######## pipe_hazard_ctrl ########
pipe_hazard_ctrl, wire density map:
17 x 17 tiles, from white (low) to dark blue (high), scaled to the fullest tile. Values are wire area over tile area, all layers added.
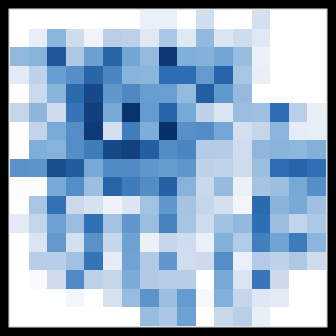

File: src/rtl/pipe_pkg.sv
// Shared types and constants for the 5-stage core pipeline sequencing logic.
package pipe_pkg;

   typedef enum logic [1:0] {
      ST_RUN  = 2'd0,
      ST_WAIT = 2'd1,
      ST_ERR  = 2'd2
   } pipe_state_e;

   localparam int unsigned INSTR_W   = 32;
   localparam int unsigned REG_W     = 5;
   localparam logic [INSTR_W-1:0] NOP_INSTR = 32'h0000_0000;
   localparam logic [REG_W-1:0]   REG_ZERO  = 5'd0;

endpackage

File: src/rtl/pipe_hazard_ctrl.sv
// Pipeline sequencing controller: load-use stall, taken-branch flush and
// data-memory wait handshake with timeout, plus stall counter and error flag.
module pipe_hazard_ctrl
   import pipe_pkg::*;
#(
   parameter int unsigned TIMEOUT = 16,
   parameter int unsigned CNT_W   = 16
) (
   input  logic             clk,
   input  logic             rst_n,
   input  logic [4:0]       id_rs,
   input  logic [4:0]       id_rt,
   input  logic             id_uses_rt,
   input  logic             ex_memread,
   input  logic [4:0]       ex_rrwrite,
   input  logic             ex_branch_taken,
   input  logic             mem_memread,
   input  logic             mem_memwrite,
   input  logic             dmem_ready,
   output logic             dmem_req,
   output logic             pc_en,
   output logic             ifid_en,
   output logic             ifid_flush,
   output logic             idex_en,
   output logic             idex_flush,
   output logic             exmem_en,
   output logic             memwb_bubble,
   output logic [CNT_W-1:0] stall_cnt,
   output logic             err
);

   localparam int unsigned WC_W = (TIMEOUT > 1) ? $clog2(TIMEOUT) : 1;
   localparam logic [WC_W-1:0] WC_LAST = WC_W'(TIMEOUT - 1);

   pipe_state_e      state_q, state_d;
   logic [WC_W-1:0]  wait_cnt_q, wait_cnt_d;
   logic [CNT_W-1:0] stall_cnt_q;
   logic             err_q;

   logic mem_acc, stall_mem, load_use, timeout_hit;
   logic pc_en_c, ifid_en_c, ifid_flush_c, idex_en_c, idex_flush_c;
   logic exmem_en_c, memwb_bubble_c, dmem_req_c;

   // Hazard detection terms
   always_comb begin
      mem_acc     = mem_memread | mem_memwrite;
      stall_mem   = (state_q != ST_ERR) & mem_acc & ~dmem_ready;
      load_use    = ex_memread & (ex_rrwrite != REG_ZERO) &
                    ((ex_rrwrite == id_rs) | (id_uses_rt & (ex_rrwrite == id_rt)));
      timeout_hit = stall_mem & (wait_cnt_q == WC_LAST);
   end

   // State register and counters
   always_ff @(posedge clk or negedge rst_n) begin
      if (!rst_n) begin
         state_q     <= ST_RUN;
         wait_cnt_q  <= '0;
         stall_cnt_q <= '0;
         err_q       <= 1'b0;
      end else begin
         state_q    <= state_d;
         wait_cnt_q <= wait_cnt_d;
         if (!pc_en_c && (state_q != ST_ERR) && (stall_cnt_q != '1))
            stall_cnt_q <= stall_cnt_q + CNT_W'(1);
         if (state_d == ST_ERR)
            err_q <= 1'b1;
      end
   end

   // Next state and prioritised pipeline controls
   always_comb begin
      state_d        = state_q;
      wait_cnt_d     = stall_mem ? (wait_cnt_q + WC_W'(1)) : '0;
      pc_en_c        = 1'b1;
      ifid_en_c      = 1'b1;
      ifid_flush_c   = 1'b0;
      idex_en_c      = 1'b1;
      idex_flush_c   = 1'b0;
      exmem_en_c     = 1'b1;
      memwb_bubble_c = 1'b0;
      dmem_req_c     = mem_acc;

      case (state_q)
         ST_RUN: begin
            if (timeout_hit)    state_d = ST_ERR;
            else if (stall_mem) state_d = ST_WAIT;
         end
         ST_WAIT: begin
            if (timeout_hit)     state_d = ST_ERR;
            else if (!stall_mem) state_d = ST_RUN;
         end
         default: state_d = ST_ERR;
      endcase

      if (state_q == ST_ERR) begin
         pc_en_c        = 1'b0;
         ifid_en_c      = 1'b0;
         idex_en_c      = 1'b0;
         exmem_en_c     = 1'b0;
         memwb_bubble_c = 1'b1;
         dmem_req_c     = 1'b0;
      end else if (stall_mem) begin
         pc_en_c        = 1'b0;
         ifid_en_c      = 1'b0;
         idex_en_c      = 1'b0;
         exmem_en_c     = 1'b0;
         memwb_bubble_c = 1'b1;
      end else if (ex_branch_taken) begin
         // Flushing the dependent instruction makes any load-use moot
         ifid_flush_c = 1'b1;
         idex_flush_c = 1'b1;
      end else if (load_use) begin
         pc_en_c      = 1'b0;
         ifid_en_c    = 1'b0;
         idex_flush_c = 1'b1;
      end
   end

   // Reset forces the pipeline quiet without waiting for a clock edge
   always_comb begin
      pc_en        = rst_n & pc_en_c;
      ifid_en      = rst_n & ifid_en_c;
      ifid_flush   = rst_n & ifid_flush_c;
      idex_en      = rst_n & idex_en_c;
      idex_flush   = rst_n & idex_flush_c;
      exmem_en     = rst_n & exmem_en_c;
      memwb_bubble = rst_n & memwb_bubble_c;
      dmem_req     = rst_n & dmem_req_c;
      stall_cnt    = stall_cnt_q;
      err          = err_q;
   end

endmodule

File: config.mk
export PLATFORM = sky130hd
export DESIGN_NAME = pipe_hazard_ctrl
export DESIGN_NICKNAME = d
export VERILOG_FILES = /design/src/rtl/pipe_pkg.sv /design/src/rtl/pipe_hazard_ctrl.sv
export SDC_FILE = /design/constraint.sdc
export NUM_CORES = 1
export LEC_CHECK = 0
export ABC_AREA = 1
export CAP_MARGIN = 20
export CELL_PAD_IN_SITES_DETAIL_PLACEMENT = 1
export CELL_PAD_IN_SITES_GLOBAL_PLACEMENT = 2
export CORE_MARGIN = 4
export CORE_UTILIZATION = 27
export CTS_BUF_LIST = sky130_fd_sc_hd__clkbuf_16
export DETAILED_ROUTE_END_ITERATION = 7
export PLACE_DENSITY_LB_ADDON = 0.1
export SLEW_MARGIN = 20
export SYNTH_ARGS = -nofsm -noshare
export SYNTH_HDL_FRONTEND = slang
export SYNTH_SLANG_ARGS = --single-unit
File: constraint.sdc
create_clock -name clk -period 5.1 [get_ports clk]
set_clock_uncertainty 0.2 [all_clocks]
set_input_delay 0.51 -clock clk [delete_from_list [all_inputs] [get_ports clk]]
set_output_delay 0.51 -clock clk [all_outputs]
set_load 0.02 [all_outputs]
######## mc_ctrl ########
**config.mk**
```make
export PLATFORM = sky130hd
export DESIGN_NAME = mc_ctrl
export DESIGN_NICKNAME = d
export VERILOG_FILES = /design/src/rtl/mc_pkg.sv /design/src/rtl/mc_decode.sv /design/src/rtl/mc_ctrl.sv
export SDC_FILE = /design/constraint.sdc
export NUM_CORES = 1
export LEC_CHECK = 0
export CORE_MARGIN = 3
export CORE_UTILIZATION = 51
export CTS_CLUSTER_DIAMETER = 40
export DETAILED_ROUTE_END_ITERATION = 8
export GPL_TIMING_DRIVEN = 0
export HOLD_SLACK_MARGIN = 0.03
export PLACE_DENSITY = 0.85
export RECOVER_POWER = 50
export SLEW_MARGIN = 20
export SYNTH_ARGS = -nofsm -noshare
export SYNTH_HDL_FRONTEND = slang
export SYNTH_SLANG_ARGS = --single-unit
```
**constraint.sdc**
```tcl
create_clock -name clk -period 3.3 [get_ports clk]
set_clock_uncertainty 0.1 [all_clocks]
set_input_delay 0.66 -clock clk [delete_from_list [all_inputs] [get_ports clk]]
set_output_delay 0.66 -clock clk [all_outputs]
set_load 0.01 [all_outputs]
```
**src/rtl/mc_pkg.sv**
```systemverilog
// Shared types and encodings for the multi-cycle MIPS control unit (mc_ctrl).
package mc_pkg;

  typedef enum logic [2:0] {
    S_FETCH, S_DECODE, S_EXE, S_MEM, S_WB, S_HALT
  } state_t;

  typedef enum logic [3:0] {
    C_RTYPE, C_JR, C_ORI, C_LUI, C_ADDIU, C_LW, C_SW, C_BEQ, C_J, C_JAL, C_ILL
  } cls_t;

  localparam logic [5:0] OP_RTYPE = 6'b000000;
  localparam logic [5:0] OP_ORI   = 6'b001101;
  localparam logic [5:0] OP_LUI   = 6'b001111;
  localparam logic [5:0] OP_ADDIU = 6'b001001;
  localparam logic [5:0] OP_LW    = 6'b100011;
  localparam logic [5:0] OP_SW    = 6'b101011;
  localparam logic [5:0] OP_BEQ   = 6'b000100;
  localparam logic [5:0] OP_J     = 6'b000010;
  localparam logic [5:0] OP_JAL   = 6'b000011;

  localparam logic [5:0] FN_ADDU  = 6'b100001;
  localparam logic [5:0] FN_SUBU  = 6'b100011;
  localparam logic [5:0] FN_AND   = 6'b100100;
  localparam logic [5:0] FN_OR    = 6'b100101;
  localparam logic [5:0] FN_SLT   = 6'b101010;
  localparam logic [5:0] FN_JR    = 6'b001000;

  localparam logic [1:0] NPC_PC4  = 2'b00;
  localparam logic [1:0] NPC_BR   = 2'b01;
  localparam logic [1:0] NPC_JUMP = 2'b10;
  localparam logic [1:0] NPC_JR   = 2'b11;

  localparam logic [1:0] GPR_RD   = 2'b00;
  localparam logic [1:0] GPR_RT   = 2'b01;
  localparam logic [1:0] GPR_31   = 2'b10;

  localparam logic [1:0] WD_ALU   = 2'b00;
  localparam logic [1:0] WD_DM    = 2'b01;
  localparam logic [1:0] WD_PC    = 2'b10;

  localparam logic [1:0] EXT_ZERO = 2'b00;
  localparam logic [1:0] EXT_SIGN = 2'b01;
  localparam logic [1:0] EXT_LUI  = 2'b10;

  localparam logic [2:0] ALU_ADD  = 3'b000;
  localparam logic [2:0] ALU_SUB  = 3'b001;
  localparam logic [2:0] ALU_AND  = 3'b010;
  localparam logic [2:0] ALU_OR   = 3'b011;
  localparam logic [2:0] ALU_SLT  = 3'b100;

endpackage

```
**src/rtl/mc_decode.sv**
```systemverilog
// Combinational instruction decode: op/funct -> class, ALU/extend controls, illegal flag.
module mc_decode
  import mc_pkg::*;
(
  input  logic [5:0] i_op,
  input  logic [5:0] i_funct,
  output cls_t       o_cls,
  output logic [2:0] o_alu_op,
  output logic [1:0] o_ext_op,
  output logic       o_bsel,
  output logic       o_illegal
);

  // NOTE: every output gets a default before the case so no path leaves it unassigned (no latch).
  always_comb begin
    o_cls    = C_ILL;
    o_alu_op = ALU_ADD;
    o_ext_op = EXT_ZERO;
    o_bsel   = 1'b0;
    case (i_op)
      OP_RTYPE: begin
        case (i_funct)
          FN_ADDU: begin o_cls = C_RTYPE; o_alu_op = ALU_ADD; end
          FN_SUBU: begin o_cls = C_RTYPE; o_alu_op = ALU_SUB; end
          FN_AND:  begin o_cls = C_RTYPE; o_alu_op = ALU_AND; end
          FN_OR:   begin o_cls = C_RTYPE; o_alu_op = ALU_OR;  end
          FN_SLT:  begin o_cls = C_RTYPE; o_alu_op = ALU_SLT; end
          FN_JR:   o_cls = C_JR;
          default: o_cls = C_ILL;
        endcase
      end
      OP_ORI:   begin o_cls = C_ORI;   o_bsel = 1'b1; o_ext_op = EXT_ZERO; o_alu_op = ALU_OR;  end
      // lui relies on rs=$0 so OR passes the shifted immediate straight through.
      OP_LUI:   begin o_cls = C_LUI;   o_bsel = 1'b1; o_ext_op = EXT_LUI;  o_alu_op = ALU_OR;  end
      OP_ADDIU: begin o_cls = C_ADDIU; o_bsel = 1'b1; o_ext_op = EXT_SIGN; o_alu_op = ALU_ADD; end
      OP_LW:    begin o_cls = C_LW;    o_bsel = 1'b1; o_ext_op = EXT_SIGN; o_alu_op = ALU_ADD; end
      OP_SW:    begin o_cls = C_SW;    o_bsel = 1'b1; o_ext_op = EXT_SIGN; o_alu_op = ALU_ADD; end
      OP_BEQ:   begin o_cls = C_BEQ;   o_alu_op = ALU_SUB; end
      OP_J:     o_cls = C_J;
      OP_JAL:   o_cls = C_JAL;
      default:  o_cls = C_ILL;
    endcase
  end

  assign o_illegal = (o_cls == C_ILL);

endmodule

```
**src/rtl/mc_ctrl.sv**
```systemverilog
// Multi-cycle MIPS control FSM with retired-instruction counter.
// Optional MC_ILL_TRAP_EN: illegal decode parks the FSM in S_HALT until reset.
module mc_ctrl
  import mc_pkg::*;
#(
  parameter int CNT_W       = 32,
  parameter bit RST_PC_HOLD = 1'b1
) (
  input  logic             clk,
  input  logic             rst_n,
  input  logic [5:0]       op,
  input  logic [5:0]       funct,
  input  logic             zero,
  output logic             PCWr,
  output logic [1:0]       NPCOp,
  output logic             IRWr,
  output logic             RFWr,
  output logic [1:0]       GPRSel,
  output logic [1:0]       WDSel,
  output logic             BSel,
  output logic [1:0]       EXTOp,
  output logic [2:0]       ALUOp,
  output logic             DMWr,
  output logic             instr_done,
  output logic [CNT_W-1:0] instret,
  output logic             illegal
);

  state_t           r_state;
  state_t           w_next;
  logic             r_illegal;
  logic [CNT_W-1:0] r_instret;

  cls_t       w_cls;
  logic [2:0] w_alu_op;
  logic [1:0] w_ext_op;
  logic       w_bsel;
  logic       w_dec_illegal;
  logic       w_pcwr, w_irwr, w_rfwr, w_dmwr, w_done, w_hold;

  mc_decode u_decode (
    .i_op      (op),
    .i_funct   (funct),
    .o_cls     (w_cls),
    .o_alu_op  (w_alu_op),
    .o_ext_op  (w_ext_op),
    .o_bsel    (w_bsel),
    .o_illegal (w_dec_illegal)
  );

  // Reset forces S_FETCH asynchronously; the hold masks its fetch enables too.
  assign w_hold = RST_PC_HOLD && !rst_n;

  always_comb begin
    w_next = r_state;
    w_pcwr = 1'b0;
    w_irwr = 1'b0;
    w_rfwr = 1'b0;
    w_dmwr = 1'b0;
    w_done = 1'b0;
    NPCOp  = NPC_PC4;
    GPRSel = GPR_RD;
    WDSel  = WD_ALU;
    BSel   = 1'b0;
    EXTOp  = EXT_ZERO;
    ALUOp  = ALU_ADD;
    case (r_state)
      S_FETCH: begin
        w_irwr = 1'b1;
        w_pcwr = 1'b1;
        w_next = S_DECODE;
      end
      S_DECODE: begin
        if (w_dec_illegal) begin
`ifdef MC_ILL_TRAP_EN
          w_next = S_HALT;
`else
          w_done = 1'b1;
          w_next = S_FETCH;
`endif
        end else begin
          case (w_cls)
            C_J:   begin w_pcwr = 1'b1; NPCOp = NPC_JUMP; w_done = 1'b1; w_next = S_FETCH; end
            C_JR:  begin w_pcwr = 1'b1; NPCOp = NPC_JR;   w_done = 1'b1; w_next = S_FETCH; end
            // PC already holds PC+4 here, so link and jump share one edge.
            C_JAL: begin
              w_pcwr = 1'b1; NPCOp = NPC_JUMP;
              w_rfwr = 1'b1; GPRSel = GPR_31; WDSel = WD_PC;
              w_done = 1'b1; w_next = S_FETCH;
            end
            default: w_next = S_EXE;
          endcase
        end
      end
      S_EXE: begin
        BSel  = w_bsel;
        EXTOp = w_ext_op;
        ALUOp = w_alu_op;
        case (w_cls)
          C_BEQ:      begin w_pcwr = zero; NPCOp = NPC_BR; w_done = 1'b1; w_next = S_FETCH; end
          C_LW, C_SW: w_next = S_MEM;
          default:    w_next = S_WB;
        endcase
      end
      S_MEM: begin
        if (w_cls == C_SW) begin
          w_dmwr = 1'b1;
          w_done = 1'b1;
          w_next = S_FETCH;
        end else begin
          w_next = S_WB;
        end
      end
      S_WB: begin
        w_rfwr = 1'b1;
        w_done = 1'b1;
        GPRSel = (w_cls == C_RTYPE) ? GPR_RD : GPR_RT;
        WDSel  = (w_cls == C_LW) ? WD_DM : WD_ALU;
        w_next = S_FETCH;
      end
`ifdef MC_ILL_TRAP_EN
      S_HALT: w_next = S_HALT;
`endif
      default: w_next = S_FETCH;
    endcase
  end

  assign PCWr       = w_pcwr & ~w_hold;
  assign IRWr       = w_irwr & ~w_hold;
  assign RFWr       = w_rfwr & ~w_hold;
  assign DMWr       = w_dmwr & ~w_hold;
  assign instr_done = w_done & ~w_hold;
  assign instret    = r_instret;
  assign illegal    = r_illegal;

  // NOTE: state registers use non-blocking assignments so every flop samples pre-edge values.
  always_ff @(posedge clk or negedge rst_n) begin
    if (!rst_n) begin
      r_state   <= S_FETCH;
      r_illegal <= 1'b0;
      r_instret <= '0;
    end else begin
      r_state <= w_next;
      if (r_state == S_DECODE && w_dec_illegal) r_illegal <= 1'b1;
      if (w_done) r_instret <= r_instret + CNT_W'(1);
    end
  end

endmodule

```
######## configurable_seq_div ########
**src/rtl/configurable_seq_div.sv**
```systemverilog
// Sequential restoring divider, one quotient bit per cycle, signed or unsigned.
// Define CONFIGURABLE_SEQ_DIV_DBZ_EN to short-circuit zero divisors with a div_by_zero flag.
module configurable_seq_div #(
    parameter int WIDTH       = 8,
    parameter bit SIGNED_MODE = 1'b0
) (
    input  logic             clk,
    input  logic             rst_n,
    input  logic             start,
    input  logic [WIDTH-1:0] a,
    input  logic [WIDTH-1:0] b,
    input  logic             sign_mode,
    output logic             busy,
    output logic             done,
    output logic [WIDTH-1:0] quotient,
    output logic [WIDTH-1:0] remainder,
    output logic             div_by_zero
);

    // state | meaning
    // IDLE  | waiting for start, operands not yet latched
    // CALC  | one restoring step per cycle on magnitudes
    // FIX   | sign correction, results written
    // DONE  | done pulse, results valid
    typedef enum logic [1:0] {IDLE, CALC, FIX, DONE} state_t;

`ifdef CONFIGURABLE_SEQ_DIV_DBZ_EN
    localparam bit DBZ_EN = 1'b1;
`else
    localparam bit DBZ_EN = 1'b0;
`endif

    localparam int CW = (WIDTH > 2) ? $clog2(WIDTH) : 1;

    state_t           state;
    logic [CW-1:0]    cnt;
    logic [WIDTH-1:0] quo_r;
    logic [WIDTH-1:0] rem_r;
    logic [WIDTH-1:0] div_r;
    logic             neg_q;
    logic             neg_r;

    logic             eff_signed;
    logic [WIDTH-1:0] a_mag;
    logic [WIDTH-1:0] b_mag;
    logic [WIDTH:0]   trial;
    logic             ge;
    logic [WIDTH-1:0] diff;
    logic [WIDTH-1:0] rem_next;

    always_comb begin
        eff_signed = SIGNED_MODE | sign_mode;
        a_mag      = (eff_signed && a[WIDTH-1]) ? -a : a;
        b_mag      = (eff_signed && b[WIDTH-1]) ? -b : b;
        trial      = {rem_r, quo_r[WIDTH-1]};
        ge         = (trial >= {1'b0, div_r});
        // when ge holds the difference is below 2^WIDTH, so the top bit can be dropped
        diff       = trial[WIDTH-1:0] - div_r;
        rem_next   = ge ? diff : trial[WIDTH-1:0];
    end

    always_ff @(posedge clk or negedge rst_n) begin
        if (!rst_n) begin
            state       <= IDLE;
            cnt         <= '0;
            quo_r       <= '0;
            rem_r       <= '0;
            div_r       <= '0;
            neg_q       <= 1'b0;
            neg_r       <= 1'b0;
            busy        <= 1'b0;
            done        <= 1'b0;
            quotient    <= '0;
            remainder   <= '0;
            div_by_zero <= 1'b0;
        end else begin
            done <= 1'b0;
            case (state)
                IDLE: begin
                    if (start) begin
                        if (DBZ_EN && (b == '0)) begin
                            quotient    <= '1;
                            remainder   <= a;
                            div_by_zero <= 1'b1;
                            done        <= 1'b1;
                            state       <= DONE;
                        end else begin
                            quo_r <= a_mag;
                            rem_r <= '0;
                            div_r <= b_mag;
                            neg_q <= eff_signed & (a[WIDTH-1] ^ b[WIDTH-1]);
                            neg_r <= eff_signed & a[WIDTH-1];
                            cnt   <= CW'(WIDTH - 1);
                            busy  <= 1'b1;
                            state <= CALC;
                        end
                    end
                end
                CALC: begin
                    quo_r <= {quo_r[WIDTH-2:0], ge};
                    rem_r <= rem_next;
                    if (cnt == '0) begin
                        state <= FIX;
                    end else begin
                        cnt <= cnt - 1'b1;
                    end
                end
                FIX: begin
                    quotient    <= neg_q ? -quo_r : quo_r;
                    remainder   <= neg_r ? -rem_r : rem_r;
                    div_by_zero <= 1'b0;
                    busy        <= 1'b0;
                    done        <= 1'b1;
                    state       <= DONE;
                end
                DONE: begin
                    state <= IDLE;
                end
                default: begin
                    state <= IDLE;
                end
            endcase
        end
    end

endmodule

```
**config.mk**
```make
export PLATFORM = sky130hd
export DESIGN_NAME = configurable_seq_div
export DESIGN_NICKNAME = d
export VERILOG_FILES = /design/src/rtl/configurable_seq_div.sv
export SDC_FILE = /design/constraint.sdc
export NUM_CORES = 1
export LEC_CHECK = 0
export CORE_ASPECT_RATIO = 0.8
export CORE_UTILIZATION = 45
export DETAILED_ROUTE_END_ITERATION = 12
export PLACE_DENSITY = 0.74
export RECOVER_POWER = 100
export SKIP_LAST_GASP = 1
export SYNTH_ARGS = -nofsm -noshare
export SYNTH_HDL_FRONTEND = slang
export SYNTH_SLANG_ARGS = --single-unit
export TNS_END_PERCENT = 10
```
**constraint.sdc**
```tcl
create_clock -name clk -period 1.9 [get_ports clk]
set_input_delay 0.57 -clock clk [delete_from_list [all_inputs] [get_ports clk]]
set_output_delay 0.57 -clock clk [all_outputs]
set_load 0.05 [all_outputs]
```

## Gallery

Signal wires by layer.
The bar under the picture is 20 um long. Two of the layers only.
Plate I
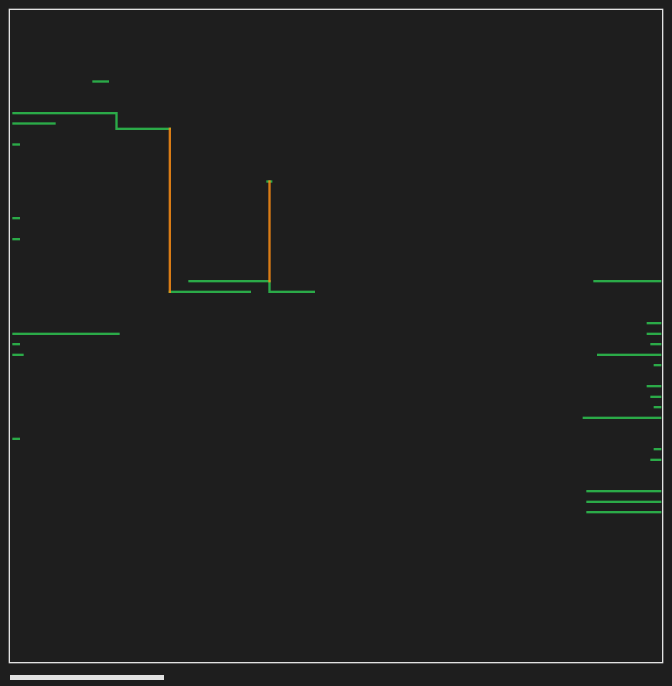
Plate II
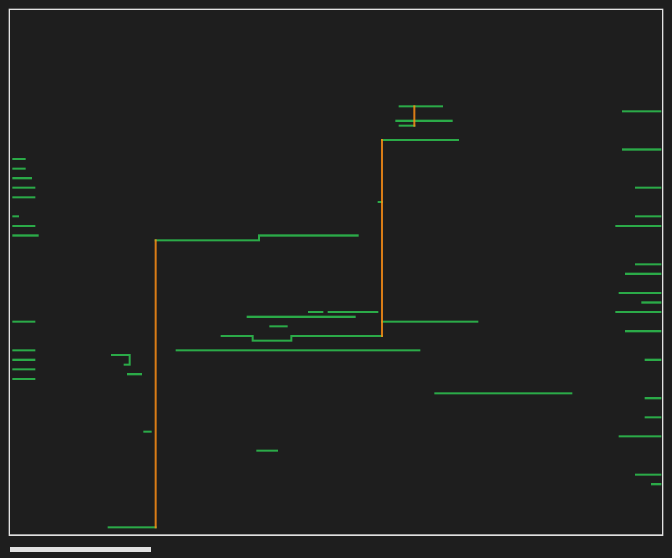
Plate III
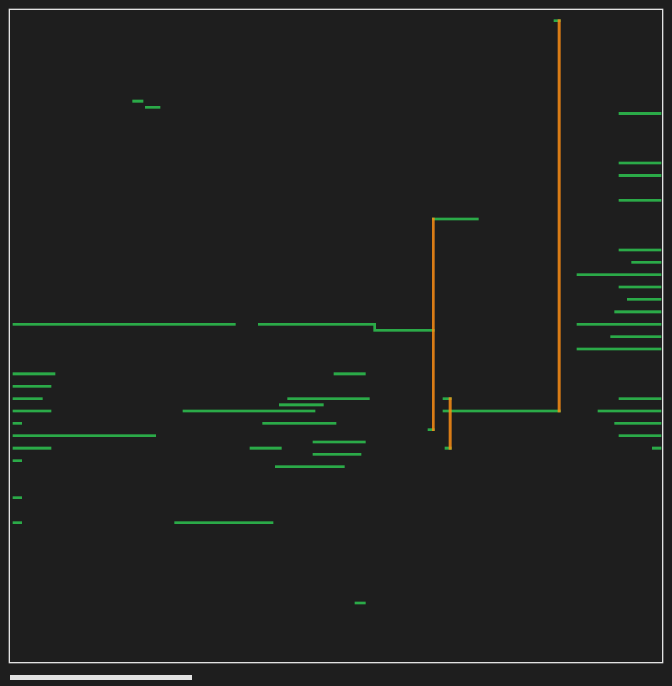
- configurable_seq_div = Plate II
- mc_ctrl = Plate III
- pipe_hazard_ctrl = Plate I
Of these, least wire: Plate I
Of these, most wire: Plate II

configurable_seq_div, wire density map:
19 x 15 tiles, from white (low) to dark blue (high), scaled to the fullest tile. Values are wire area over tile area, all layers added.
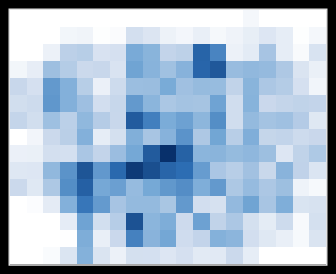
The densest ninth of the die: center. The mean over all tiles is 0.15. The fullest tile reaches 0.50. 16% of the tiles are over half the peak. 14% of the tiles are nearly empty. The emptiest ninth of the die: upper left.

configurable_seq_div, layout detail:
The bar under the picture is 5 um long. Window x 60 to 80, y 46 to 66 um. Cells in gray, sequential cells in the stronger gray; small squares are vias.
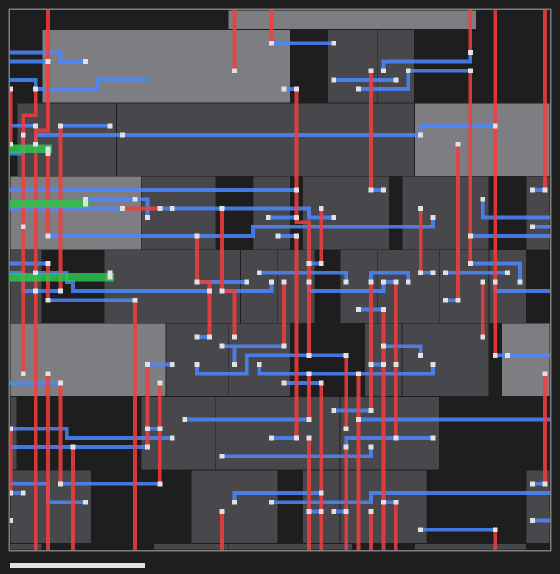
Key: green = metal 3; blue = metal 1; red = metal 2
Netlist names of flops here include rem_r (3), remainder (1). Most frequent: nand2_1 (4), dfrtp_1 (4). Sequential cells in the window: 4. 30 logic cells have their middle in the window.

==> flow_metrics.env, configurable_seq_div <==
# implementation run metrics
export IMPL_top_cells_by_area="dfrtp_1 41%, ha_1 7.2%, nand2_1 5.7%"
export IMPL_area_sequential_um2=1230
export IMPL_required_ns=2.12
export IMPL_avgViaCountPerCell=5.12
export IMPL_final_setup_worst_slack_ns=-0.0451
export IMPL_mostFrequentLayoutCells="49 x dfrtp_1, 45 x nand2_1, 33 x buf_4"
export IMPL_warning_count=30
export IMPL_ant_nets=0
export IMPL_edf_count=0
export IMPL_top_cells_by_count="49 x dfrtp_1, 45 x nand2_1, 31 x o21ai_0"
export IMPL_largest_area_cell="dfrtp_1"
export IMPL_comb_cells=248
export IMPL_cts_resized=8
export IMPL_endpoint="div_r[7]"
export IMPL_globalRoute_totalOverflow=0
export IMPL_status="finished with violations"
export IMPL_finalSetupViolations=3
export IMPL_power_mw=6.90
export IMPL_cp_start_kind="input pin"
export IMPL_syn_num_nets=376
export IMPL_rsz0062_at_grt="yes"
export IMPL_cts_sinks=49
export IMPL_violations="negative setup slack"
export IMPL_fin_crit_ns=1.95
export IMPL_p_leak_nw=1.75
export IMPL_p_seq_share_pct=27.6
## configurable_seq_div: worst min-delay path by stage
stage	from	to	slack, ns	cells past startpoint
after floorplan	rst_n	busy	0.27	0
after global placement	div_r[1]	div_r[1]	0.46	2
after detailed placement	div_r[6]	div_r[6]	0.47	2
after CTS	rst_n	state[1]	0.20	1
after global routing	rst_n	state[1]	0.48	1
final	rst_n	quotient[6]	0.40	1
## configurable_seq_div: worst max-delay path: stages
cell and delay [ns]:
clkdlybuf4s50_1 0.41, or3_1 0.38, or3_1 0.36, o31ai_2 0.21, nand2_1 0.08, o21ai_0 0.16
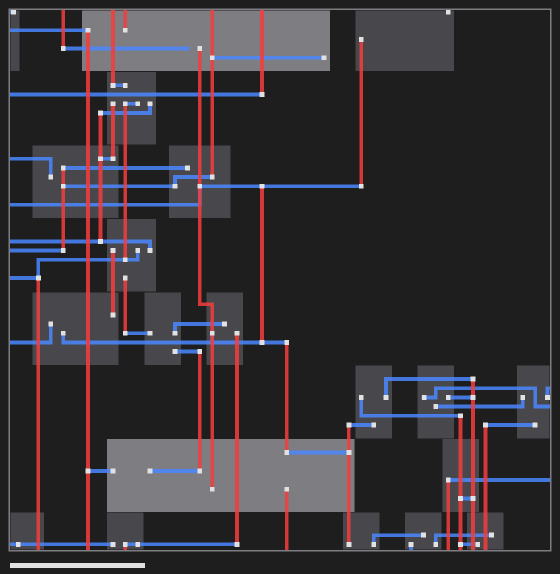
pipe_hazard_ctrl: layout detail
The bar under the picture is 5 um long. Window x 53 to 73, y 53 to 73 um. Cells in gray, sequential cells in the stronger gray; small squares are vias.
Key: blue = metal 1; red = metal 2
Netlist names of flops here include stall_cnt (2). Sequential cells in the window: 2. 19 logic cells have their middle in the window. Most frequent: nand2_1 (8).

pipe_hazard_ctrl, routing congestion map:
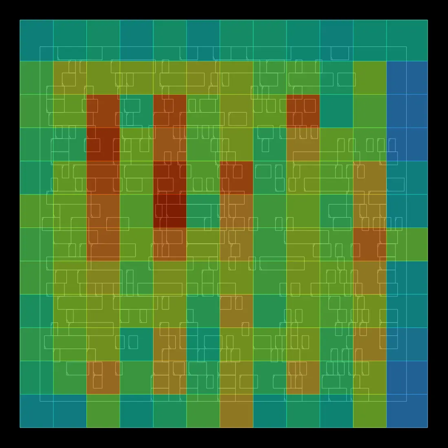
Total Routing Usage GR: 13.4%
global routing's busiest layer: met2

About 'wire density map' of pipe_hazard_ctrl:
The emptiest ninth of the die: upper right. The mean over all tiles is 0.094. 31% of the tiles are over half the peak.

==> flow_metrics.env, pipe_hazard_ctrl <==
# implementation run metrics
export IMPL_switching_power_uw=174
export IMPL_hp_class="flop to flop"
export IMPL_yosysSeqAreaShare_pct=36.5
export IMPL_worstSetupPathType="input pin to output pin"
export IMPL_wl_met1_mm=2.25
export IMPL_final_setup_worst_slack_ns=1.87
export IMPL_comb_cells=162
export IMPL_status="finished, final reports clean"
export IMPL_p_clk_share_pct=32.4
export IMPL_placed_area_um2=2100
export IMPL_fin_area_um2=2180
export IMPL_dr_wl_met2_mm=1.97
export IMPL_worst_r2r_startpoint="stall_cnt[0]"
export IMPL_switching_share_pct=31.6
export IMPL_port_buffers=47
export IMPL_synth_flop_count=23
export IMPL_p_seq_uw=221
export IMPL_via_count=1548
export IMPL_grt_util_met3_pct=2.45
export IMPL_ys_cells=222
export IMPL_largest_class="multi-input combinational cells"
export IMPL_inverters=32
export IMPL_synthDistinctLibCells=26
export IMPL_drc=0
export IMPL_fin_cells=341
export IMPL_fin_tns_setup_ns=0
export IMPL_ys_area_um2=1580
-- pipe_hazard_ctrl: flip-flops by register name (all words and copies together) (netlist names) --
name,flops
state_q,2
wait_cnt_q,4
stall_cnt,16
err,1
-- pipe_hazard_ctrl: logic make-up after synthesis --
logic type,Yosys count,synth area share (%)
and+or+nand+nor,136,40.4
buffers and inverters,37,10.3
DFF,23,36.5
xor gates and xnor gates,14,7.78
AOI/OAI and AO/OA,10,3.41
adders and majority gates,2,1.59
mc_ctrl, the metal 1 layer:
The bar under the picture is 20 um long. Cells faint in the background.
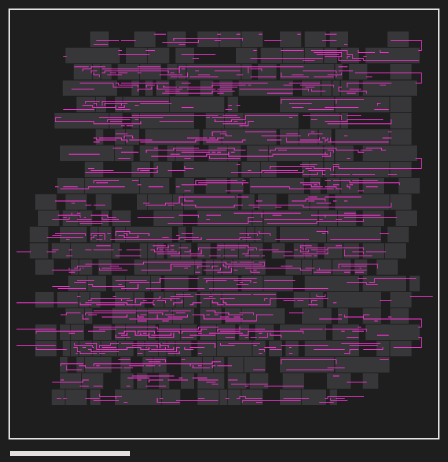
280 nets have wire on it. The layer carries 2320 um of wire. The layer holds 42% of the routed length. The longest straight run is 20.7 um.

==> flow_metrics.env, mc_ctrl <==
# implementation run metrics
export IMPL_yosysSeqAreaShare_pct=41.1
export IMPL_place_ws_ns=-0.596
export IMPL_cts_max_level=2
export IMPL_r2r_slack_ns=0.95
export IMPL_dr_wl_met2_mm=2.83
export IMPL_grt_use_met1_pct=27.9
export IMPL_final_hold_viol_count=0
export IMPL_synth_flop_count=36
export IMPL_ff_type="dfrtp_1"
export IMPL_mappedNetlistArea_um2=2190
export IMPL_crit_family="buffers and inverters"
export IMPL_crit_start="funct[4]"
export IMPL_status="finished, final reports clean"
export IMPL_drt_wl_total_mm=5.49
export IMPL_hold_slack_ns=0.100
export IMPL_cts_hold_buffers=0
export IMPL_avgSynthCellArea_um2=9.61
export IMPL_final_nets=323
export IMPL_top_area_share_pct=41.1
export IMPL_fin_crit_ns=3.27
export IMPL_internal_power_uw=866
export IMPL_core_um2=4090
export IMPL_ant_nets=0
export IMPL_p_seq_share_pct=42.1
export IMPL_ys_sh_aoi_pct=11.0
export IMPL_grt_util_met3_pct=4.35
-- mc_ctrl: registers in the layout, summed over array words and instances (netlist names) --
| signal | flops |
|---|---|
| instret | 32 |
| illegal | 1 |
| r_state | 3 |
-- mc_ctrl: layout make-up --
cell class | instances | area (um2)
plain buffers | 8 | 66.3
clock buffers | 5 | 68.8
clock inverters | 3 | 18.8
fillers | 282 | 965
inverters | 6 | 22.5
multi-input cells | 178 | 1310
flip-flops and latches | 36 | 901
well taps | 50 | 62.6
repair buffers | 72 | 671

